# serial_subtractor

Figure 1. Cell classes on the final placement (serial_subtractor).
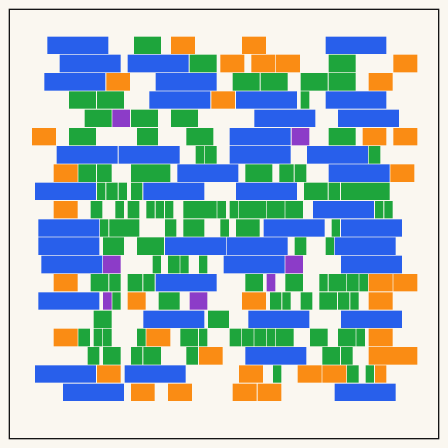

**src/rtl/serial_subtractor_pkg.sv**
```systemverilog
// Shared definitions for the bit-serial subtractor.
//   StateWidth : width of the FSM state register
//   state_e    : FSM states (idle -> run -> done -> idle)
package serial_subtractor_pkg;

  localparam int unsigned StateWidth = 2;

  typedef enum logic [StateWidth-1:0] {
    StIdle = 2'd0,
    StRun  = 2'd1,
    StDone = 2'd2
  } state_e;

endpackage

```
**src/rtl/full_adder.sv**
```systemverilog
// Single-bit full adder cell.
//   a, b : addend bits
//   cin  : carry in
//   sum  : a ^ b ^ cin
//   cout : carry out
module full_adder (
  input  logic a,
  input  logic b,
  input  logic cin,
  output logic sum,
  output logic cout
);

  always_comb begin
    sum  = a ^ b ^ cin;
    cout = (a & b) | (cin & (a ^ b));
  end

endmodule

```
**src/rtl/serial_subtractor.sv**
```systemverilog
// Bit-serial subtractor: diff = a - b - bin, LSB first, one bit per clock, computed on a
// single full-adder cell as a + ~b + ~bin.
//   clk, rst_n           : clock, asynchronous active-low reset
//   in_valid / in_ready  : operand handshake (in_ready only while idle)
//   a, b, bin            : minuend, subtrahend, borrow-in
//   out_valid / out_ready: result handshake
//   diff, bout, ovf      : difference, borrow-out, signed overflow (held after handshake)
module serial_subtractor
  import serial_subtractor_pkg::*;
#(
  parameter int unsigned WIDTH = 8
) (
  input  logic             clk,
  input  logic             rst_n,
  input  logic             in_valid,
  output logic             in_ready,
  input  logic [WIDTH-1:0] a,
  input  logic [WIDTH-1:0] b,
  input  logic             bin,
  output logic             out_valid,
  input  logic             out_ready,
  output logic [WIDTH-1:0] diff,
  output logic             bout,
  output logic             ovf
);

  localparam int unsigned CntW = $clog2(WIDTH + 1);
  localparam logic [CntW-1:0] LastBit = CntW'(WIDTH - 1);

  state_e           state_q, state_d;
  logic [CntW-1:0]  cnt_q, cnt_d;
  logic [WIDTH-1:0] a_sr_q, a_sr_d;
  logic [WIDTH-1:0] b_sr_q, b_sr_d;
  logic [WIDTH-1:0] diff_sr_q, diff_sr_d;
  logic             carry_q, carry_d;
  logic             a_msb_q, a_msb_d;
  logic             b_msb_q, b_msb_d;
  logic [WIDTH-1:0] diff_q, diff_d;
  logic             bout_q, bout_d;
  logic             ovf_q, ovf_d;

  logic fa_sum;
  logic fa_cout;

  // Subtraction as a + ~b + carry, where carry starts at ~bin.
  full_adder u_full_adder (
    .a    (a_sr_q[0]),
    .b    (~b_sr_q[0]),
    .cin  (carry_q),
    .sum  (fa_sum),
    .cout (fa_cout)
  );

  always_comb begin
    state_d   = state_q;
    cnt_d     = cnt_q;
    a_sr_d    = a_sr_q;
    b_sr_d    = b_sr_q;
    diff_sr_d = diff_sr_q;
    carry_d   = carry_q;
    a_msb_d   = a_msb_q;
    b_msb_d   = b_msb_q;
    diff_d    = diff_q;
    bout_d    = bout_q;
    ovf_d     = ovf_q;

    case (state_q)
      StIdle: begin
        if (in_valid) begin
          a_sr_d  = a;
          b_sr_d  = b;
          carry_d = ~bin;
          cnt_d   = '0;
          // Operand signs are kept because the shift registers lose them during the run.
          a_msb_d = a[WIDTH-1];
          b_msb_d = b[WIDTH-1];
          state_d = StRun;
        end
      end
      StRun: begin
        a_sr_d               = a_sr_q >> 1;
        b_sr_d               = b_sr_q >> 1;
        diff_sr_d            = diff_sr_q >> 1;
        diff_sr_d[WIDTH-1]   = fa_sum;
        carry_d              = fa_cout;
        cnt_d                = cnt_q + CntW'(1);
        if (cnt_q == LastBit) begin
          state_d = StDone;
          diff_d  = diff_sr_d;
          // A final carry of 1 means no borrow was needed.
          bout_d  = ~fa_cout;
          ovf_d   = (a_msb_q != b_msb_q) && (fa_sum != a_msb_q);
        end
      end
      StDone: begin
        if (out_ready) begin
          state_d = StIdle;
        end
      end
      default: state_d = StIdle;
    endcase
  end

  always_ff @(posedge clk or negedge rst_n) begin
    if (!rst_n) begin
      state_q   <= StIdle;
      cnt_q     <= '0;
      a_sr_q    <= '0;
      b_sr_q    <= '0;
      diff_sr_q <= '0;
      carry_q   <= 1'b0;
      a_msb_q   <= 1'b0;
      b_msb_q   <= 1'b0;
      diff_q    <= '0;
      bout_q    <= 1'b0;
      ovf_q     <= 1'b0;
    end else begin
      state_q   <= state_d;
      cnt_q     <= cnt_d;
      a_sr_q    <= a_sr_d;
      b_sr_q    <= b_sr_d;
      diff_sr_q <= diff_sr_d;
      carry_q   <= carry_d;
      a_msb_q   <= a_msb_d;
      b_msb_q   <= b_msb_d;
      diff_q    <= diff_d;
      bout_q    <= bout_d;
      ovf_q     <= ovf_d;
    end
  end

  always_comb begin
    in_ready  = (state_q == StIdle);
    out_valid = (state_q == StDone);
    diff      = diff_q;
    bout      = bout_q;
    ovf       = ovf_q;
  end

endmodule
```
**config.mk**
```make
export PLATFORM = sky130hd
export DESIGN_NAME = serial_subtractor
export DESIGN_NICKNAME = d
export VERILOG_FILES = /design/src/rtl/serial_subtractor_pkg.sv /design/src/rtl/full_adder.sv /design/src/rtl/serial_subtractor.sv
export SDC_FILE = /design/constraint.sdc
export NUM_CORES = 1
export LEC_CHECK = 0
export CAP_MARGIN = 40
export CORE_MARGIN = 3
export CORE_UTILIZATION = 55
export CTS_CLUSTER_SIZE = 16
export DETAILED_ROUTE_END_ITERATION = 6
export PLACE_DENSITY_LB_ADDON = 0.05
export SETUP_SLACK_MARGIN = 0.15
export SLEW_MARGIN = 10
export SYNTH_ARGS = -nofsm -noshare
export SYNTH_HDL_FRONTEND = slang
export SYNTH_SLANG_ARGS = --single-unit
```
**constraint.sdc**
```tcl
create_clock -name clk -period 3.8 [get_ports clk]
set_input_delay 0.38 -clock clk [delete_from_list [all_inputs] [get_ports clk]]
set_output_delay 0.38 -clock clk [all_outputs]
set_load 0.01 [all_outputs]
```
# param_restoring_divider

[config.mk]
export PLATFORM = sky130hd
export DESIGN_NAME = param_restoring_divider
export DESIGN_NICKNAME = d
export VERILOG_FILES = /design/src/rtl/param_restoring_divider_pkg.sv /design/src/rtl/param_restoring_divider_subtractor.sv /design/src/rtl/param_restoring_divider.sv
export SDC_FILE = /design/constraint.sdc
export NUM_CORES = 1
export LEC_CHECK = 0
export CORE_UTILIZATION = 38
export DETAILED_ROUTE_END_ITERATION = 10
export GPL_TIMING_DRIVEN = 0
export PLACE_DENSITY = 0.61
export SYNTH_ARGS = -nofsm -noshare
export SYNTH_HDL_FRONTEND = slang
export SYNTH_SLANG_ARGS = --single-unit
[constraint.sdc]
create_clock -name clk -period 2.3 [get_ports clk]
set_input_delay 0.23 -clock clk [delete_from_list [all_inputs] [get_ports clk]]
set_output_delay 0.23 -clock clk [all_outputs]
set_load 0.02 [all_outputs]
[src/rtl/param_restoring_divider_pkg.sv]
// Shared definitions for the restoring divider.
// Holds the controller state encoding used by param_restoring_divider.
package param_restoring_divider_pkg;

  typedef enum logic [1:0] {
    IDLE = 2'd0,
    RUN  = 2'd1,
    DONE = 2'd2
  } state_t;

endpackage

[src/rtl/param_restoring_divider_subtractor.sv]
// param_subtractor: unsigned WIDTH-bit subtractor with borrow out.
// Ports:
//   a, b   : unsigned operands (WIDTH bits)
//   diff   : a - b, modulo 2**WIDTH
//   borrow : 1 when b > a
module param_subtractor #(
  parameter int WIDTH = 8
) (
  input  logic [WIDTH-1:0] a,
  input  logic [WIDTH-1:0] b,
  output logic [WIDTH-1:0] diff,
  output logic             borrow
);

  assign {borrow, diff} = {1'b0, a} - {1'b0, b};

endmodule

[src/rtl/param_restoring_divider.sv]
// param_restoring_divider: multi-cycle unsigned restoring divider.
// One quotient bit per clock, dividend MSB first; SIZE iterations per
// division. A zero divisor short-circuits straight to DONE.
// Ports:
//   clk, rst               : clock, synchronous active-high reset
//   start                  : request a division (accepted when busy=0)
//   dividend, divisor      : unsigned operands, latched on accept
//   quotient, remainder    : registered results, held until next result
//   busy                   : high while iterating
//   done                   : one-cycle result-valid pulse
//   div_by_zero            : qualifies done when divisor was 0
//
// state | meaning
// ------+------------------------------------------------------
// IDLE  | waiting for start
// RUN   | iterating, one quotient bit per clock
// DONE  | results valid for one cycle; start may be accepted here
module param_restoring_divider
  import param_restoring_divider_pkg::*;
#(
  parameter int SIZE = 8
) (
  input  logic            clk,
  input  logic            rst,
  input  logic            start,
  input  logic [SIZE-1:0] dividend,
  input  logic [SIZE-1:0] divisor,
  output logic [SIZE-1:0] quotient,
  output logic [SIZE-1:0] remainder,
  output logic            busy,
  output logic            done,
  output logic            div_by_zero
);

  localparam int CW = $clog2(SIZE) + 1;

  state_t state, state_nxt;

  logic [SIZE:0]   rem_r;
  logic [SIZE-1:0] dvd_sh;   // dividend bits shift out the top, quotient bits shift in the bottom
  logic [SIZE-1:0] dvs_r;
  logic [CW-1:0]   cnt;

  logic [SIZE:0]   r_shift;
  logic [SIZE:0]   diff;
  logic            borrow;
  logic [SIZE:0]   rem_nxt;
  logic [SIZE-1:0] dvd_nxt;
  logic            last_iter;
  logic            accept;

  assign r_shift = {rem_r[SIZE-1:0], dvd_sh[SIZE-1]};

  param_subtractor #(
    .WIDTH (SIZE + 1)
  ) u_sub (
    .a      (r_shift),
    .b      ({1'b0, dvs_r}),
    .diff   (diff),
    .borrow (borrow)
  );

  assign rem_nxt   = borrow ? r_shift : diff;
  assign dvd_nxt   = {dvd_sh[SIZE-2:0], ~borrow};
  assign last_iter = (cnt == CW'(SIZE - 1));
  assign accept    = start && (state != RUN);

  always_comb begin
    state_nxt = state;
    busy      = 1'b0;
    done      = 1'b0;
    case (state)
      IDLE: begin
        if (start) state_nxt = (divisor == '0) ? DONE : RUN;
      end
      RUN: begin
        busy = 1'b1;
        if (last_iter) state_nxt = DONE;
      end
      DONE: begin
        done = 1'b1;
        if (start) state_nxt = (divisor == '0) ? DONE : RUN;
        else       state_nxt = IDLE;
      end
      default: state_nxt = IDLE;
    endcase
  end

  always_ff @(posedge clk) begin
    if (rst) begin
      state       <= IDLE;
      rem_r       <= '0;
      dvd_sh      <= '0;
      dvs_r       <= '0;
      cnt         <= '0;
      quotient    <= '0;
      remainder   <= '0;
      div_by_zero <= 1'b0;
    end else begin
      state <= state_nxt;
      if (accept) begin
        dvd_sh <= dividend;
        dvs_r  <= divisor;
        rem_r  <= '0;
        cnt    <= '0;
        if (divisor == '0) begin
          quotient    <= '1;
          remainder   <= dividend;
          div_by_zero <= 1'b1;
        end
      end else if (state == RUN) begin
        rem_r  <= rem_nxt;
        dvd_sh <= dvd_nxt;
        cnt    <= cnt + 1'b1;
        if (last_iter) begin
          quotient    <= dvd_nxt;
          remainder   <= rem_nxt[SIZE-1:0];
          div_by_zero <= 1'b0;
        end
      end
    end
  end

endmodule

Figure 2. Local utilization (serial_subtractor).
The die is cut into 6 by 6 equal tiles; white is low, dark blue is high, 0 to 100% covered.
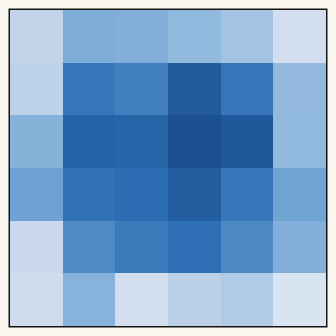
tiles over 75% full	22%
fullest tile	87%
densest ninth of the die	middle
mean over tiles	53%

About Figure 1:
class	color	cells	share of their area
clock drivers and dummy loads	purple	7	2.1%
combinational and other logic	green	106	33%
flops	blue	42	48%
other buffers and delay cells	orange	35	16%

==> reports/metrics.csv, serial_subtractor <==
metric;value;unit
clk_latency;0.35;ns
period_used_share;0.621;
yosys-top-cells-area;dfrtp_1 57%, mux2_2 11%, o21ai_0 4.9%, a22oi_1 4.9%, nand2_1 4.7%;
globalplace.congestion;0.703;
clk-power;0.000197;W
num_antenna_cells;0;
tap_cells;44;
async_flop_share;1.00;
outcome;finished clean;
grt_pass1_wl;6270;µm
critPathCaptureType;output pin;
dpl-instance-area;2170;µm²
cp_cell_sequence;nor2_1, clkdlybuf4s50_1;
cp_num_buf_inv;1;
final_cells;234;
Figure 3. Where the registers sit (param_restoring_divider).
The bar under the picture is 20 µm long. Other sequential cells in the stronger gray, the rest of the logic in the fainter gray.
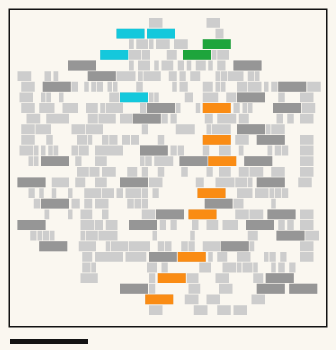
netlist name	color	flops
state	green	2
remainder	orange	8
cnt	cyan	4
not colored	33

==> reports/metrics.csv, param_restoring_divider <==
metric;value;unit
outcome;finished clean;
worstPathArrival;2.27;ns
reg2reg_depth;7;
combPwrFrac;0.235;
most_common_cell;dfxtp_1;
grt_max_degree;20;
dpl.cell_count;377;
fp_util;0.396;
place_ws;-0.0166;ns
combGateArea;1290;µm²
synth.net_count;294;
critPathKind;reg2reg;
holdWs;0.461;ns
cts_setup_buffers;0;
ff_latch_area;941;µm²
drt-initial-drc-count;66;
sh_comb_area;0.442;
largest_class;logic gates;
clk_latency;0.30;ns
lay_top_count;dfxtp_1;
ff_type;dfxtp_1;
fin_nets;337;
leakage;1.14;nW
signal_buffers;48;
n_fill_cell;607;
dpl.hpwl;4300;µm
core;5960;µm²
worstMarginPinSlew;0.575;ns
cp_cell_sequence;ha_1, or2_2, o211a_1, o21a_1, or3_1, a31oi_1, a21oi_1;
start_kind;register;
hold_path_depth;2;
xor_area_frac;0.0260;
antenna_found_initial;0;
worstSetupPathDepth;7;
syn_to_final_growth;23.8;%
utilization;0.491;
die-area;6530;µm²
cts_root_buffer;clkbuf_8;
clk_pin_slew;0.09;ns
synthesis.instances;265;
cts.path.max_buffers;2;
stdcell_area;2920;µm²
relSlewSlack;0.615;


==> layout pictures side by side <==
Placed standard cells.
image #1
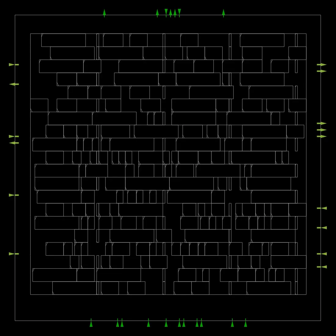
image #2
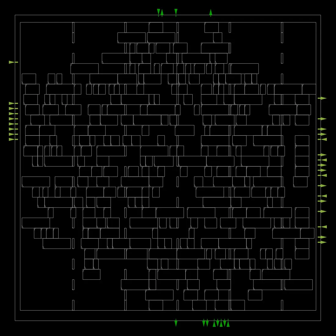
image #1 -> serial_subtractor
image #2 -> param_restoring_divider
Of these, most cells: image #2
Of these, highest utilization: image #1

Power is estimated from default activity; no workload was simulated.
